==================== tm_input_conditioner
tm_input_conditioner/congestion.png
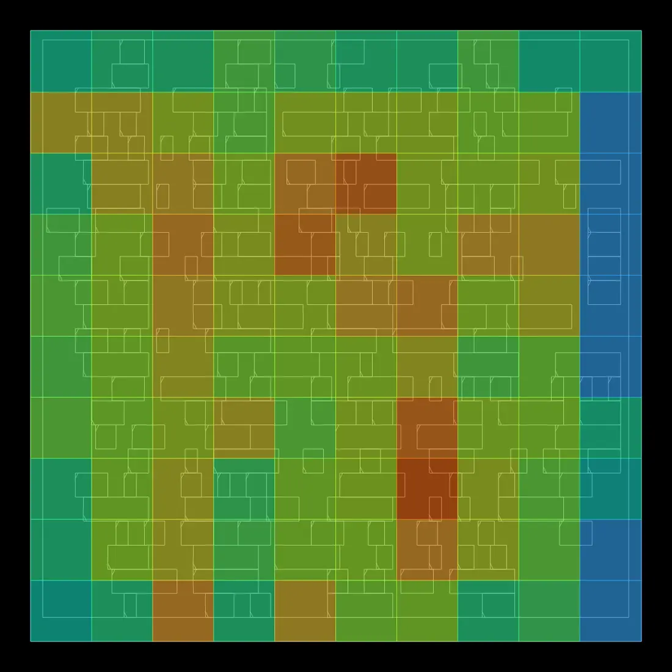

## src/rtl/tm_input_conditioner.sv

```systemverilog
// ---------------------------------------------------------------------------
// tm_input_conditioner
//
// Front end of the Turing machine core. Turns the raw user controls into
// clean signals: the data switches and both buttons are synchronised, the
// buttons are debounced, the data word is frozen while a button is down,
// and every debounced button rise becomes a one-cycle pulse. It also counts
// the program words entered during the load phase and the steps requested
// afterwards.
//
// Parameters
//   DEBOUNCE  synchronised cycles a button level must hold before the
//             debounced output follows it (>= 1)
//   COUNT_W   width of word_count and step_count
//
// Ports
//   clock       in   single clock for all logic
//   reset       in   synchronous, active-high reset
//   raw_data    in   [3:0] asynchronous data switches
//   raw_next    in   asynchronous, bouncy Next button
//   raw_done    in   asynchronous, bouncy Done button
//   input_data  out  [3:0] data word, held constant while a button is down
//   Next        out  debounced Next level
//   Done        out  debounced Done level
//   next_pulse  out  one-cycle pulse after each debounced Next rise
//   done_pulse  out  one-cycle pulse after each debounced Done rise
//   load_phase  out  high from reset until the first Done press
//   word_count  out  [COUNT_W-1:0] Next presses seen in the load phase
//   step_count  out  [COUNT_W-1:0] Next presses seen after the load phase
// ---------------------------------------------------------------------------
module tm_input_conditioner #(
  parameter int DEBOUNCE = 4,
  parameter int COUNT_W  = 6
) (
  input  logic               clock,
  input  logic               reset,
  input  logic [3:0]         raw_data,
  input  logic               raw_next,
  input  logic               raw_done,
  output logic [3:0]         input_data,
  output logic               Next,
  output logic               Done,
  output logic               next_pulse,
  output logic               done_pulse,
  output logic               load_phase,
  output logic [COUNT_W-1:0] word_count,
  output logic [COUNT_W-1:0] step_count
);

  localparam int CNT_W = (DEBOUNCE > 1) ? $clog2(DEBOUNCE) : 1;
  localparam logic [CNT_W-1:0]   CNT_MAX   = CNT_W'(DEBOUNCE - 1);
  localparam logic [COUNT_W-1:0] COUNT_MAX = '1;

  typedef enum logic {
    PH_LOAD,
    PH_RUN
  } phase_t;

  logic [3:0]         r_dataS1;
  logic [3:0]         r_dataS2;
  logic               r_nextS1;
  logic               r_nextS2;
  logic               r_doneS1;
  logic               r_doneS2;
  logic [CNT_W-1:0]   r_nextCnt;
  logic [CNT_W-1:0]   r_doneCnt;
  logic               r_next;
  logic               r_done;
  logic               r_nextDly;
  logic               r_doneDly;
  logic               r_nextPulse;
  logic               r_donePulse;
  logic [3:0]         r_inputData;
  logic [COUNT_W-1:0] r_wordCount;
  logic [COUNT_W-1:0] r_stepCount;
  phase_t             r_phase;
  phase_t             w_phaseNext;

  // Two-flop synchronisers; nothing downstream ever looks at a raw input.
  always_ff @(posedge clock) begin
    if (reset) begin
      r_dataS1 <= '0;
      r_dataS2 <= '0;
      r_nextS1 <= 1'b0;
      r_nextS2 <= 1'b0;
      r_doneS1 <= 1'b0;
      r_doneS2 <= 1'b0;
    end else begin
      r_dataS1 <= raw_data;
      r_dataS2 <= r_dataS1;
      r_nextS1 <= raw_next;
      r_nextS2 <= r_nextS1;
      r_doneS1 <= raw_done;
      r_doneS2 <= r_doneS1;
    end
  end

  // Next debouncer: the counter only advances while the synchronised level
  // disagrees with the debounced one, so any bounce back restarts it.
  always_ff @(posedge clock) begin
    if (reset) begin
      r_nextCnt <= '0;
      r_next    <= 1'b0;
    end else if (r_nextS2 == r_next) begin
      r_nextCnt <= '0;
    end else if (r_nextCnt == CNT_MAX) begin
      r_next    <= r_nextS2;
      r_nextCnt <= '0;
    end else begin
      r_nextCnt <= r_nextCnt + 1'b1;
    end
  end

  // Done debouncer, identical to the Next one.
  always_ff @(posedge clock) begin
    if (reset) begin
      r_doneCnt <= '0;
      r_done    <= 1'b0;
    end else if (r_doneS2 == r_done) begin
      r_doneCnt <= '0;
    end else if (r_doneCnt == CNT_MAX) begin
      r_done    <= r_doneS2;
      r_doneCnt <= '0;
    end else begin
      r_doneCnt <= r_doneCnt + 1'b1;
    end
  end

  // Rise detection: the delayed copy lags the debounced level by one cycle,
  // so the pulse register is high for the single cycle after a 0->1 change.
  always_ff @(posedge clock) begin
    if (reset) begin
      r_nextDly   <= 1'b0;
      r_doneDly   <= 1'b0;
      r_nextPulse <= 1'b0;
      r_donePulse <= 1'b0;
    end else begin
      r_nextDly   <= r_next;
      r_doneDly   <= r_done;
      r_nextPulse <= r_next & ~r_nextDly;
      r_donePulse <= r_done & ~r_doneDly;
    end
  end

  // Data word follows the synchronised switches only while both buttons are
  // up, so the core sees one constant word for the whole press.
  always_ff @(posedge clock) begin
    if (reset) begin
      r_inputData <= '0;
    end else if (!r_next && !r_done) begin
      r_inputData <= r_dataS2;
    end
  end

  // Phase state register.
  always_ff @(posedge clock) begin
    if (reset) begin
      r_phase <= PH_LOAD;
    end else begin
      r_phase <= w_phaseNext;
    end
  end

  // Phase next-state: the first Done press ends loading for good.
  always_comb begin
    w_phaseNext = r_phase;
    if (r_phase == PH_LOAD && r_donePulse) begin
      w_phaseNext = PH_RUN;
    end
  end

  // Press counters. Both look at the current phase, so a Next press landing
  // together with the Done that ends loading still counts as a program word.
  always_ff @(posedge clock) begin
    if (reset) begin
      r_wordCount <= '0;
      r_stepCount <= '0;
    end else if (r_nextPulse) begin
      if (r_phase == PH_LOAD) begin
        if (r_wordCount != COUNT_MAX) begin
          r_wordCount <= r_wordCount + 1'b1;
        end
      end else begin
        if (r_stepCount != COUNT_MAX) begin
          r_stepCount <= r_stepCount + 1'b1;
        end
      end
    end
  end

  assign input_data = r_inputData;
  assign Next       = r_next;
  assign Done       = r_done;
  assign next_pulse = r_nextPulse;
  assign done_pulse = r_donePulse;
  assign load_phase = (r_phase == PH_LOAD);
  assign word_count = r_wordCount;
  assign step_count = r_stepCount;

endmodule

```

## config.mk

```make
export PLATFORM = sky130hd
export DESIGN_NAME = tm_input_conditioner
export DESIGN_NICKNAME = d
export VERILOG_FILES = /design/src/rtl/tm_input_conditioner.sv
export SDC_FILE = /design/constraint.sdc
export NUM_CORES = 1
export LEC_CHECK = 0
export CAP_MARGIN = 20
export CELL_PAD_IN_SITES_DETAIL_PLACEMENT = 2
export CELL_PAD_IN_SITES_GLOBAL_PLACEMENT = 2
export CORE_UTILIZATION = 34
export DETAILED_ROUTE_END_ITERATION = 12
export PLACE_DENSITY_LB_ADDON = 0.3
export SYNTH_ARGS = -nofsm -noshare
export SYNTH_HDL_FRONTEND = slang
export SYNTH_SLANG_ARGS = --single-unit
```

## constraint.sdc

```tcl
create_clock -name clock -period 3.6 [get_ports clock]
set_input_delay 0.54 -clock clock [delete_from_list [all_inputs] [get_ports clock]]
set_output_delay 0.54 -clock clock [all_outputs]
set_load 0.005 [all_outputs]
```

==================== ysyx_25060166_regfile_mp
$ cat src/rtl/ysyx_25060166_regfile_mp_pkg.sv
// ysyx_25060166_regfile_mp_pkg: shared sizing constants for the multi-port register file
package ysyx_25060166_regfile_mp_pkg;

    localparam int XLEN_DEF = 32;
    localparam int REG_NUM  = 16;
    localparam int X0       = 0;

endpackage

$ cat src/rtl/ysyx_25060166_regfile_wsel.sv
// ysyx_25060166_regfile_wsel: picks the winning write port for one register index
module ysyx_25060166_regfile_wsel
    import ysyx_25060166_regfile_mp_pkg::*;
#(
    parameter int XLEN = XLEN_DEF,
    parameter int NW   = 2,
    parameter int AW   = 4
) (
    input  logic [NW-1:0]      wen,
    input  logic [NW*AW-1:0]   waddr,
    input  logic [NW*XLEN-1:0] wdata,
    input  logic [AW-1:0]      idx,
    output logic               hit,
    output logic [XLEN-1:0]    data
);

    // Ascending scan so the highest-index matching port overrides; x0 never hits
    always_comb begin
        hit  = 1'b0;
        data = '0;
        for (int i = 0; i < NW; i++) begin
            if (wen[i] && waddr[i*AW +: AW] == idx && idx != AW'(X0)) begin
                hit  = 1'b1;
                data = wdata[i*XLEN +: XLEN];
            end
        end
    end

endmodule

$ cat src/rtl/ysyx_25060166_regfile_mp.sv
// ysyx_25060166_regfile_mp: multi-port register file with busy scoreboard and write bypass
module ysyx_25060166_regfile_mp
    import ysyx_25060166_regfile_mp_pkg::*;
#(
    parameter int XLEN   = XLEN_DEF,
    parameter int NREG   = REG_NUM,
    parameter int NR     = 2,
    parameter int NW     = 2,
    parameter int BYPASS = 1,
    localparam int AW    = $clog2(NREG)
) (
    input  logic               clk,
    input  logic               rst_n,
    input  logic [NR*AW-1:0]   raddr,
    output logic [NR*XLEN-1:0] rdata,
    output logic [NR-1:0]      rbusy,
    input  logic [NW-1:0]      wen,
    input  logic [NW*AW-1:0]   waddr,
    input  logic [NW*XLEN-1:0] wdata,
    input  logic               issue_valid,
    input  logic [AW-1:0]      issue_rd,
    input  logic               flush,
    output logic [NREG-1:0]    busy_vec
);

    logic [XLEN-1:0] regs [NREG];
    logic [XLEN-1:0] wd   [NREG];
    logic [NREG-1:0] whit;
    logic [NREG-1:0] busy;
    logic [NREG-1:0] busy_nxt;

    for (genvar r = 0; r < NREG; r++) begin : g_wsel
        ysyx_25060166_regfile_wsel #(.XLEN(XLEN), .NW(NW), .AW(AW)) u_wsel (
            .wen   (wen),
            .waddr (waddr),
            .wdata (wdata),
            .idx   (AW'(r)),
            .hit   (whit[r]),
            .data  (wd[r])
        );
    end

    // Register array: each register takes its winning write; x0 never hits so stays zero
    always_ff @(posedge clk or negedge rst_n) begin
        if (!rst_n) begin
            for (int r = 0; r < NREG; r++) regs[r] <= '0;
        end else begin
            for (int r = 0; r < NREG; r++) if (whit[r]) regs[r] <= wd[r];
        end
    end

    // Next scoreboard: writes retire producers, a new issue re-reserves even if also written
    always_comb begin
        busy_nxt = busy & ~whit;
        if (issue_valid && issue_rd != AW'(X0)) busy_nxt[issue_rd] = 1'b1;
        busy_nxt[X0] = 1'b0;
    end

    // Scoreboard state: flush discards every reservation and same-cycle issue
    always_ff @(posedge clk or negedge rst_n) begin
        if (!rst_n) busy <= '0;
        else        busy <= flush ? '0 : busy_nxt;
    end

    assign busy_vec = busy;

    for (genvar i = 0; i < NR; i++) begin : g_rd
        logic [AW-1:0]   ra;
        logic            bh;
        logic [XLEN-1:0] bd;
        assign ra = raddr[i*AW +: AW];
        ysyx_25060166_regfile_wsel #(.XLEN(XLEN), .NW(NW), .AW(AW)) u_byp (
            .wen   (wen),
            .waddr (waddr),
            .wdata (wdata),
            .idx   (ra),
            .hit   (bh),
            .data  (bd)
        );
        assign rdata[i*XLEN +: XLEN] = (ra == AW'(X0)) ? '0 :
                                       (BYPASS != 0 && bh) ? bd : regs[ra];
        assign rbusy[i] = (BYPASS != 0 && bh && !(issue_valid && issue_rd == ra)) ? 1'b0 : busy[ra];
    end

endmodule
$ cat config.mk
export PLATFORM = sky130hd
export DESIGN_NAME = ysyx_25060166_regfile_mp
export DESIGN_NICKNAME = d
export VERILOG_FILES = /design/src/rtl/ysyx_25060166_regfile_mp_pkg.sv /design/src/rtl/ysyx_25060166_regfile_wsel.sv /design/src/rtl/ysyx_25060166_regfile_mp.sv
export SDC_FILE = /design/constraint.sdc
export NUM_CORES = 1
export LEC_CHECK = 0
export CORE_MARGIN = 2
export CORE_UTILIZATION = 62
export CTS_CLUSTER_SIZE = 14
export DETAILED_ROUTE_END_ITERATION = 8
export PLACE_DENSITY_LB_ADDON = 0.15
export SETUP_SLACK_MARGIN = 0.4
export SYNTH_ARGS = -nofsm -noshare
export SYNTH_HDL_FRONTEND = slang
export SYNTH_SLANG_ARGS = --single-unit
export TNS_END_PERCENT = 5
$ cat constraint.sdc
create_clock -name clk -period 2.7 [get_ports clk]
set_input_delay 0.54 -clock clk [delete_from_list [all_inputs] [get_ports clk]]
set_output_delay 0.54 -clock clk [all_outputs]
set_load 0.01 [all_outputs]
==================== fir_result_fifo
[config.mk]
export PLATFORM = sky130hd
export DESIGN_NAME = fir_result_fifo
export DESIGN_NICKNAME = d
export VERILOG_FILES = /design/src/rtl/fir_result_fifo.sv
export SDC_FILE = /design/constraint.sdc
export NUM_CORES = 1
export LEC_CHECK = 0
export CORE_ASPECT_RATIO = 1.1
export CORE_MARGIN = 2
export CORE_UTILIZATION = 55
export CTS_BUF_LIST = sky130_fd_sc_hd__clkbuf_8
export CTS_CLUSTER_SIZE = 8
export DETAILED_ROUTE_END_ITERATION = 7
export HOLD_SLACK_MARGIN = 0.02
export MAX_ROUTING_LAYER = met4
export PLACE_DENSITY = 0.79
export SYNTH_ARGS = -nofsm -noshare
export SYNTH_HDL_FRONTEND = slang
export SYNTH_SLANG_ARGS = --single-unit
[constraint.sdc]
create_clock -name clk -period 5.1 [get_ports clk]
set_input_delay 1.53 -clock clk [delete_from_list [all_inputs] [get_ports clk]]
set_output_delay 1.53 -clock clk [all_outputs]
set_load 0.1 [all_outputs]
[src/rtl/fir_result_fifo.sv]
// Output conditioning for the decimation FIR: round, scale and saturate each sample,
// then buffer the codes in a small FIFO that the consumer drains with valid/ready.
module fir_result_fifo #(
    parameter int WIDTH = 32,
    parameter int FRAC  = 8,
    parameter int SHIFT = 0,
    parameter int OUT_W = 24,
    parameter int DEPTH = 8
) (
    input  logic                            clk,
    input  logic                            reset,
    input  logic signed [WIDTH+FRAC-1:0]    fir_in,
    input  logic                            fir_valid,
    input  logic                            clr_ovf,
    output logic signed [OUT_W-1:0]         dout,
    output logic                            dout_sat,
    output logic                            dout_valid,
    input  logic                            dout_ready,
    output logic [$clog2(DEPTH):0]          count,
    output logic                            overflow,
    output logic [15:0]                     drop_count
);

    localparam int IN_W  = WIDTH + FRAC;
    localparam int EXT_W = IN_W + 1;
    localparam int S     = FRAC + SHIFT;
    localparam int AW    = $clog2(DEPTH);

    localparam logic signed [EXT_W-1:0] MAX_V = {{(EXT_W-OUT_W+1){1'b0}}, {(OUT_W-1){1'b1}}};
    localparam logic signed [EXT_W-1:0] MIN_V = {{(EXT_W-OUT_W+1){1'b1}}, {(OUT_W-1){1'b0}}};
    localparam logic [AW:0]             FULL_CNT = (AW+1)'(DEPTH);

    // One extra bit of headroom so adding the rounding constant cannot wrap.
    logic signed [EXT_W-1:0] ext_v;
    logic signed [EXT_W-1:0] rnd_v;

    assign ext_v = {fir_in[IN_W-1], fir_in};

    generate
        if (S > 0) begin : g_round
            localparam logic signed [EXT_W-1:0] HALF = {{(EXT_W-1){1'b0}}, 1'b1} << (S-1);
            assign rnd_v = (ext_v + HALF) >>> S;
        end else begin : g_pass
            assign rnd_v = ext_v;
        end
    endgenerate

    logic [OUT_W-1:0] cond_code_d, cond_code_q;
    logic             cond_sat_d,  cond_sat_q;
    logic             cond_valid_q;

    always_comb begin
        cond_code_d = rnd_v[OUT_W-1:0];
        cond_sat_d  = 1'b0;
        if (rnd_v > MAX_V) begin
            cond_code_d = MAX_V[OUT_W-1:0];
            cond_sat_d  = 1'b1;
        end else if (rnd_v < MIN_V) begin
            cond_code_d = MIN_V[OUT_W-1:0];
            cond_sat_d  = 1'b1;
        end
    end

    always_ff @(posedge clk) begin
        if (reset) begin
            cond_valid_q <= 1'b0;
            cond_code_q  <= '0;
            cond_sat_q   <= 1'b0;
        end else begin
            cond_valid_q <= fir_valid;
            cond_code_q  <= cond_code_d;
            cond_sat_q   <= cond_sat_d;
        end
    end

    logic [OUT_W:0] mem_q [DEPTH];
    logic [AW:0]    wr_ptr_q, rd_ptr_q;
    logic [OUT_W:0] head;
    logic           full, rd_en, wr_en, drop;

    assign count      = wr_ptr_q - rd_ptr_q;
    assign full       = (count == FULL_CNT);
    assign dout_valid = (count != '0);
    assign rd_en      = dout_valid & dout_ready;
    assign wr_en      = cond_valid_q & (~full | rd_en);
    assign drop       = cond_valid_q & full & ~rd_en;

    assign head     = mem_q[rd_ptr_q[AW-1:0]];
    assign dout     = dout_valid ? head[OUT_W-1:0] : '0;
    assign dout_sat = dout_valid ? head[OUT_W] : 1'b0;

    always_ff @(posedge clk) begin
        if (wr_en) begin
            mem_q[wr_ptr_q[AW-1:0]] <= {cond_sat_q, cond_code_q};
        end
    end

    always_ff @(posedge clk) begin
        if (reset) begin
            wr_ptr_q <= '0;
            rd_ptr_q <= '0;
        end else begin
            if (wr_en) wr_ptr_q <= wr_ptr_q + 1'b1;
            if (rd_en) rd_ptr_q <= rd_ptr_q + 1'b1;
        end
    end

    logic        overflow_d, overflow_q;
    logic [15:0] drop_count_d, drop_count_q;

    // A drop in the same cycle as a clear wins: the clear is applied first.
    always_comb begin
        overflow_d   = overflow_q;
        drop_count_d = drop_count_q;
        if (drop) begin
            overflow_d = 1'b1;
            if (clr_ovf) begin
                drop_count_d = 16'd1;
            end else if (drop_count_q != 16'hFFFF) begin
                drop_count_d = drop_count_q + 16'd1;
            end
        end else if (clr_ovf) begin
            overflow_d   = 1'b0;
            drop_count_d = '0;
        end
    end

    always_ff @(posedge clk) begin
        if (reset) begin
            overflow_q   <= 1'b0;
            drop_count_q <= '0;
        end else begin
            overflow_q   <= overflow_d;
            drop_count_q <= drop_count_d;
        end
    end

    assign overflow   = overflow_q;
    assign drop_count = drop_count_q;

endmodule

fir_result_fifo/io_fan.png
The bar under the picture is 50 um long.
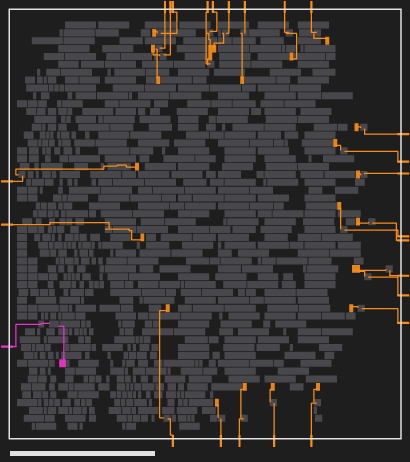
- dout: orange (bits 24; direction output; end cells 24; buffers 24; wire 567 um)
- fir_valid: magenta (bits 1; direction input; end cells 1; buffers 1; wire 37.2 um)

fir_result_fifo/detail.png
The bar under the picture is 10 um long. Window x 21 to 46, y 24 to 49 um. Cells in grey, sequential cells in the stronger grey; small squares are vias.
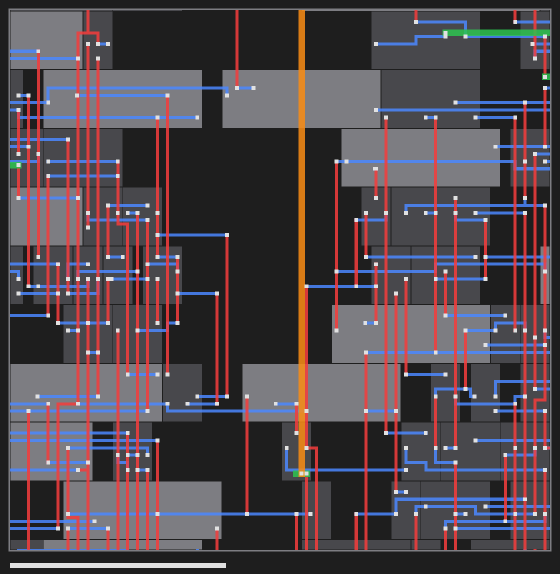
- metal 2: red
- metal 3: green
- metal 4: orange
- metal 1: blue
- sequential cells in the window: 8
- netlist names of flops here include: wr_ptr_q (3), drop_count (2)
- most frequent: dfxtp_1 (8), nand2_1 (6), a21oi_1 (5)
- cells with their middle in the window: 38

==> results.py, fir_result_fifo <==
# Flow results
metrics = {
    "route": {
        "drtAntennaViolNets": 0,
        "initialDrtViolationCount": 417,
    },
    "power": {
        "total_power_mw": 6.57,
        "p_int_mw": 3.73,
        "switchingPower_mw": 2.85,
        "share_clk_of_total_power_pct": 21.6,
    },
    "global_routing": {
        "grt_antenna_before_repair": 0,
    },
    "worst_setup_path": {
        "end_kind": "primary output",
        "r2r.worst_path.cells": 10,
        "critical_path_buf_inv_count": 3,
    },
    "sta": {
        "final_critical_path_setup_slack_ns": 0.406,
        "finalClockPeriodUsage_pct": 92.0,
        "totalNegativeSetupSlack_ns": 0,
        "unrepaired_setup_endpoints_after_global_routing": "no",
    },
    "finish": {
        "final-seq-area_um2": 7090,
        "largest_register_ffs": 200,
    },
    "synthesis": {
        "netlist_top_cells_count": "sky130_fd_sc_hd__edfxtp_1 (200), sky130_fd_sc_hd__nor2_1 (57), sky130_fd_sc_hd__dfxtp_1 (54)",
        "topCombFamilyByArea": "multiplexers",
        "post_synth_inst_count": 649,
        "muxShareOfSynthArea_pct": 13.4,
        "synth-seq-area-share_pct": 68.4,
        "number_of_nets_produced_by_synthesis": 702,
    },
    "place": {
        "place.detailed.instances": 962,
        "detailedPlace.worstSlack_ns": 0.734,
    },
    "floorplanning": {
        "die_area_um2": 20000,
    },
    "cts": {
        "cts.root.buffer_cell": "sky130_fd_sc_hd__clkbuf_8",
        "number_of_setup_buffers_added_after_cts": 0,
    },
    "status": {
        "run_status": "complete, no violations",
    },
}
## fir_result_fifo: worst paths after layout
path                  startpoint             end  slack, ns
setup / recovery     wr_ptr_q[0]         dout[2]       0.41
hold / removal    drop_count[11]  drop_count[11]       0.54
setup reg to reg     wr_ptr_q[0]     mem_q[6][3]       1.62
hold reg to reg   drop_count[11]  drop_count[11]       0.54
## fir_result_fifo: metal layers
metal / GRT usage, % / vias up
met5: - / -
met3: 4.18 / 31
met2: 35.9 / 229
li1: - / 2727
met4: 5.84 / 0
met1: 27.7 / 2936
ysyx_25060166_regfile_mp/congestion.png
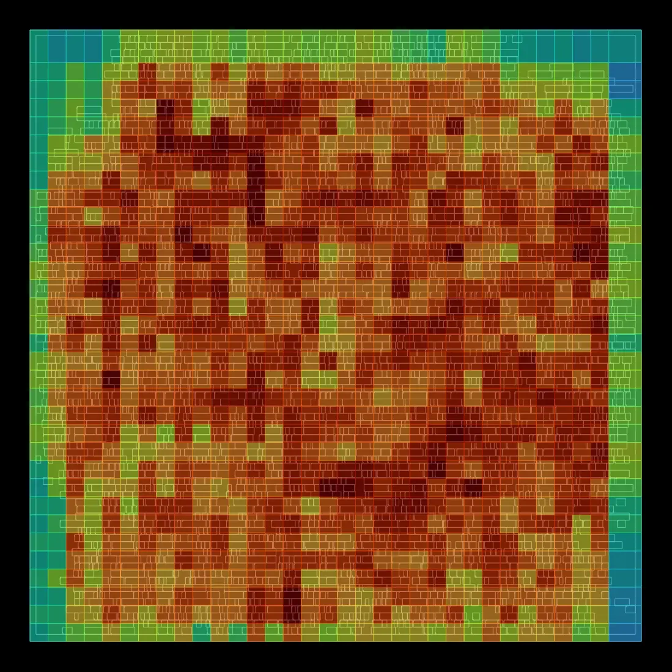
global-route met2 utilization: 68.8%
layer carrying the most global-route usage: met2

==> results.py, ysyx_25060166_regfile_mp <==
# Flow results
metrics = {
    "global_routing": {
        "grt_remaining_overflow": 0,
    },
    "worst_setup_path": {
        "rr_startpoint": "regs[264]",
        "critical_path_buf_inv_count": 5,
    },
    "synthesis": {
        "synthesis.yosys.warnings": 0,
    },
    "floorplanning": {
        "rows": 84,
    },
    "status": {
        "run_status": "finished with violations",
        "violations": "setup timing",
    },
    "sta": {
        "totalNegativeSetupSlack_ns": -6.12,
        "setup_viol_count_final": 65,
        "unrepaired_setup_endpoints_after_global_routing": "yes",
        "final_critical_path_setup_slack_ns": -0.163,
        "finalClockSkew_ns": 0,
    },
    "cts": {
        "cts_hold_buffers": 1,
        "clkSinkCount": 495,
        "clk-insertion-delay-late_ns": 0.61,
    },
    "finish": {
        "layout_area_growth_over_synthesis_pct": 26.0,
    },
    "route": {
        "number_of_iterations_in_the_first_detailed_routing_pass": 8,
    },
    "power": {
        "seq_cell_power_mw": 10.9,
    },
}
## ysyx_25060166_regfile_mp: state kept, by name, indices dropped and copies added, names as in the netlist
register	cells
regs	480
busy_vec	15
## ysyx_25060166_regfile_mp: routing by layer
| metal | routed length (um) | GRT usage (%) | share of wire, % |
|---|---|---|---|
| met1 | 44200 | 56.3 | 35 |
| met2 | 55900 | 68.8 | 44 |
| met3 | 16500 | 14.3 | 13 |
| met4 | 9320 | 32.9 | 7.4 |
| met5 | 68 | 0.643 | 0.054 |
tm_input_conditioner/flops_by_reg.png
The bar under the picture is 20 um long. Other sequential cells in the stronger grey, the rest of the logic in the fainter grey.
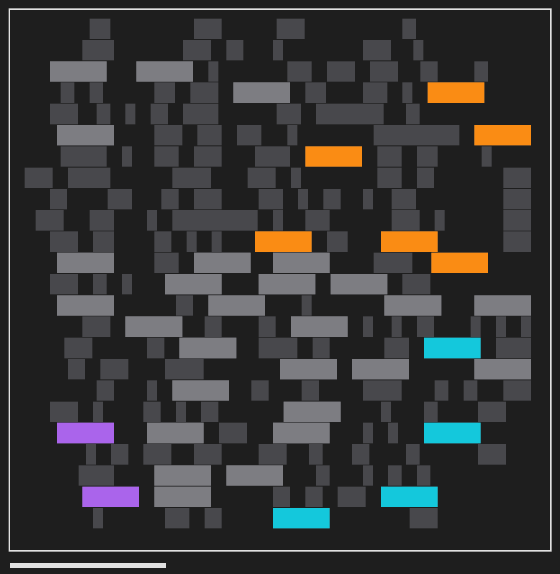
- input_data: cyan (placed flops 4; where bottom right)
- word_count: orange (placed flops 6)
- r_doneCnt: purple (placed flops 2)
- not coloured: 27

About tm_input_conditioner/congestion.png:
WL/cell: 16.2 um
post-layout utilization of the core: 45.7%
met3 usage in global routing: 4.97%

==> results.py, tm_input_conditioner <==
# Flow results
metrics = {
    "sta": {
        "worst-slew-pin-transition_ns": 0.402,
        "post-route-min-period_ns": 1.99,
    },
    "route": {
        "drtAntennaViolNets": 0,
        "routed-via-count": 1227,
        "initialDrtViolationCount": 66,
        "number_of_iterations_in_the_first_detailed_routing_pass": 4,
        "routed_wirelength_mm": 3.80,
    },
    "flow_run": {
        "max-cap-violations": 0,
    },
    "status": {
        "run_status": "complete, no violations",
    },
    "worst_setup_path": {
        "critPathKind": "in -> reg",
        "worstPathArrival_ns": 2.17,
        "end_kind": "register",
    },
    "synthesis": {
        "synth.lib_cells_used.distinct": 42,
        "ys_dominant_reg_cell": "sky130_fd_sc_hd__dfxtp_1",
        "ys_top_cells_by_area": "sky130_fd_sc_hd__dfxtp_1 (51%), sky130_fd_sc_hd__nor2b_1 (7.4%), sky130_fd_sc_hd__nand2_1 (3.4%)",
    },
    "power": {
        "power.ir.vdd_worst_mv": 0.181,
        "total_power_mw": 0.904,
    },
    "floorplanning": {
        "rows": 24,
        "design.portCount": 29,
        "core_area_um2": 4320,
    },
    "cts": {
        "ctsResizeCount": 0,
    },
    "place": {
        "hpwl_mm": 2.62,
        "port_buffers": 28,
    },
    "finish": {
        "postLayoutCellArea_um2": 1980,
        "area_share_nonclk_buffers_pct": 14.5,
    },
}
tm_input_conditioner: kinds of logic (layout without fill, tap and decap cells):
group | count (synthesis) | in the layout | synth area share [%]
simple gates | 62 | 62 | 23.4
flops | 39 | 39 | 51.1
compound gates | 32 | 32 | 16.2
buf+inv | 12 | 42 | 3.60
fa+ha+maj | 4 | 4 | 3.27
xor+xnor | 2 | 2 | 1.15
mux | 2 | 2 | 1.31
tm_input_conditioner: final timing paths:
check | to | slack (ns) | cells after the start
max reg2reg | step_count[1] | 2.12 | 4
max | word_count[0] | 1.61 | 5
min | done_pulse | 0.39 | 1
min reg2reg | done_pulse | 0.39 | 1

==> gallery <==
Gate-type map.
(a)
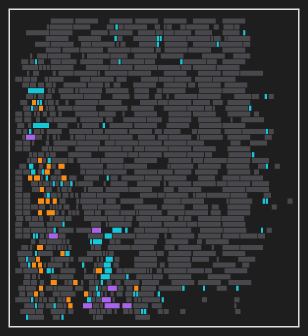
(b)
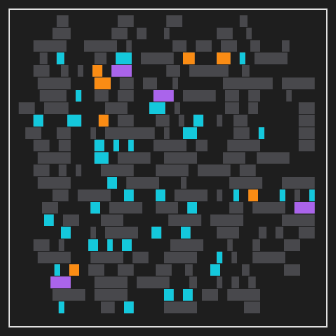
(c)
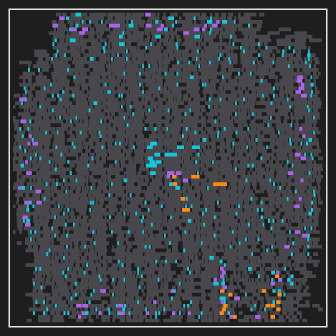
ysyx_25060166_regfile_mp -> (c)
fir_result_fifo -> (a)
tm_input_conditioner -> (b)
Of these, fewest cells: (b)
Of these, most cells: (c)

Key to (b):
- nor cells: cyan (cells 36)
- and/or cells: orange (cells 7)
- fa/ha/maj cells: purple (cells 4)


Power is estimated from default activity; no workload was simulated.
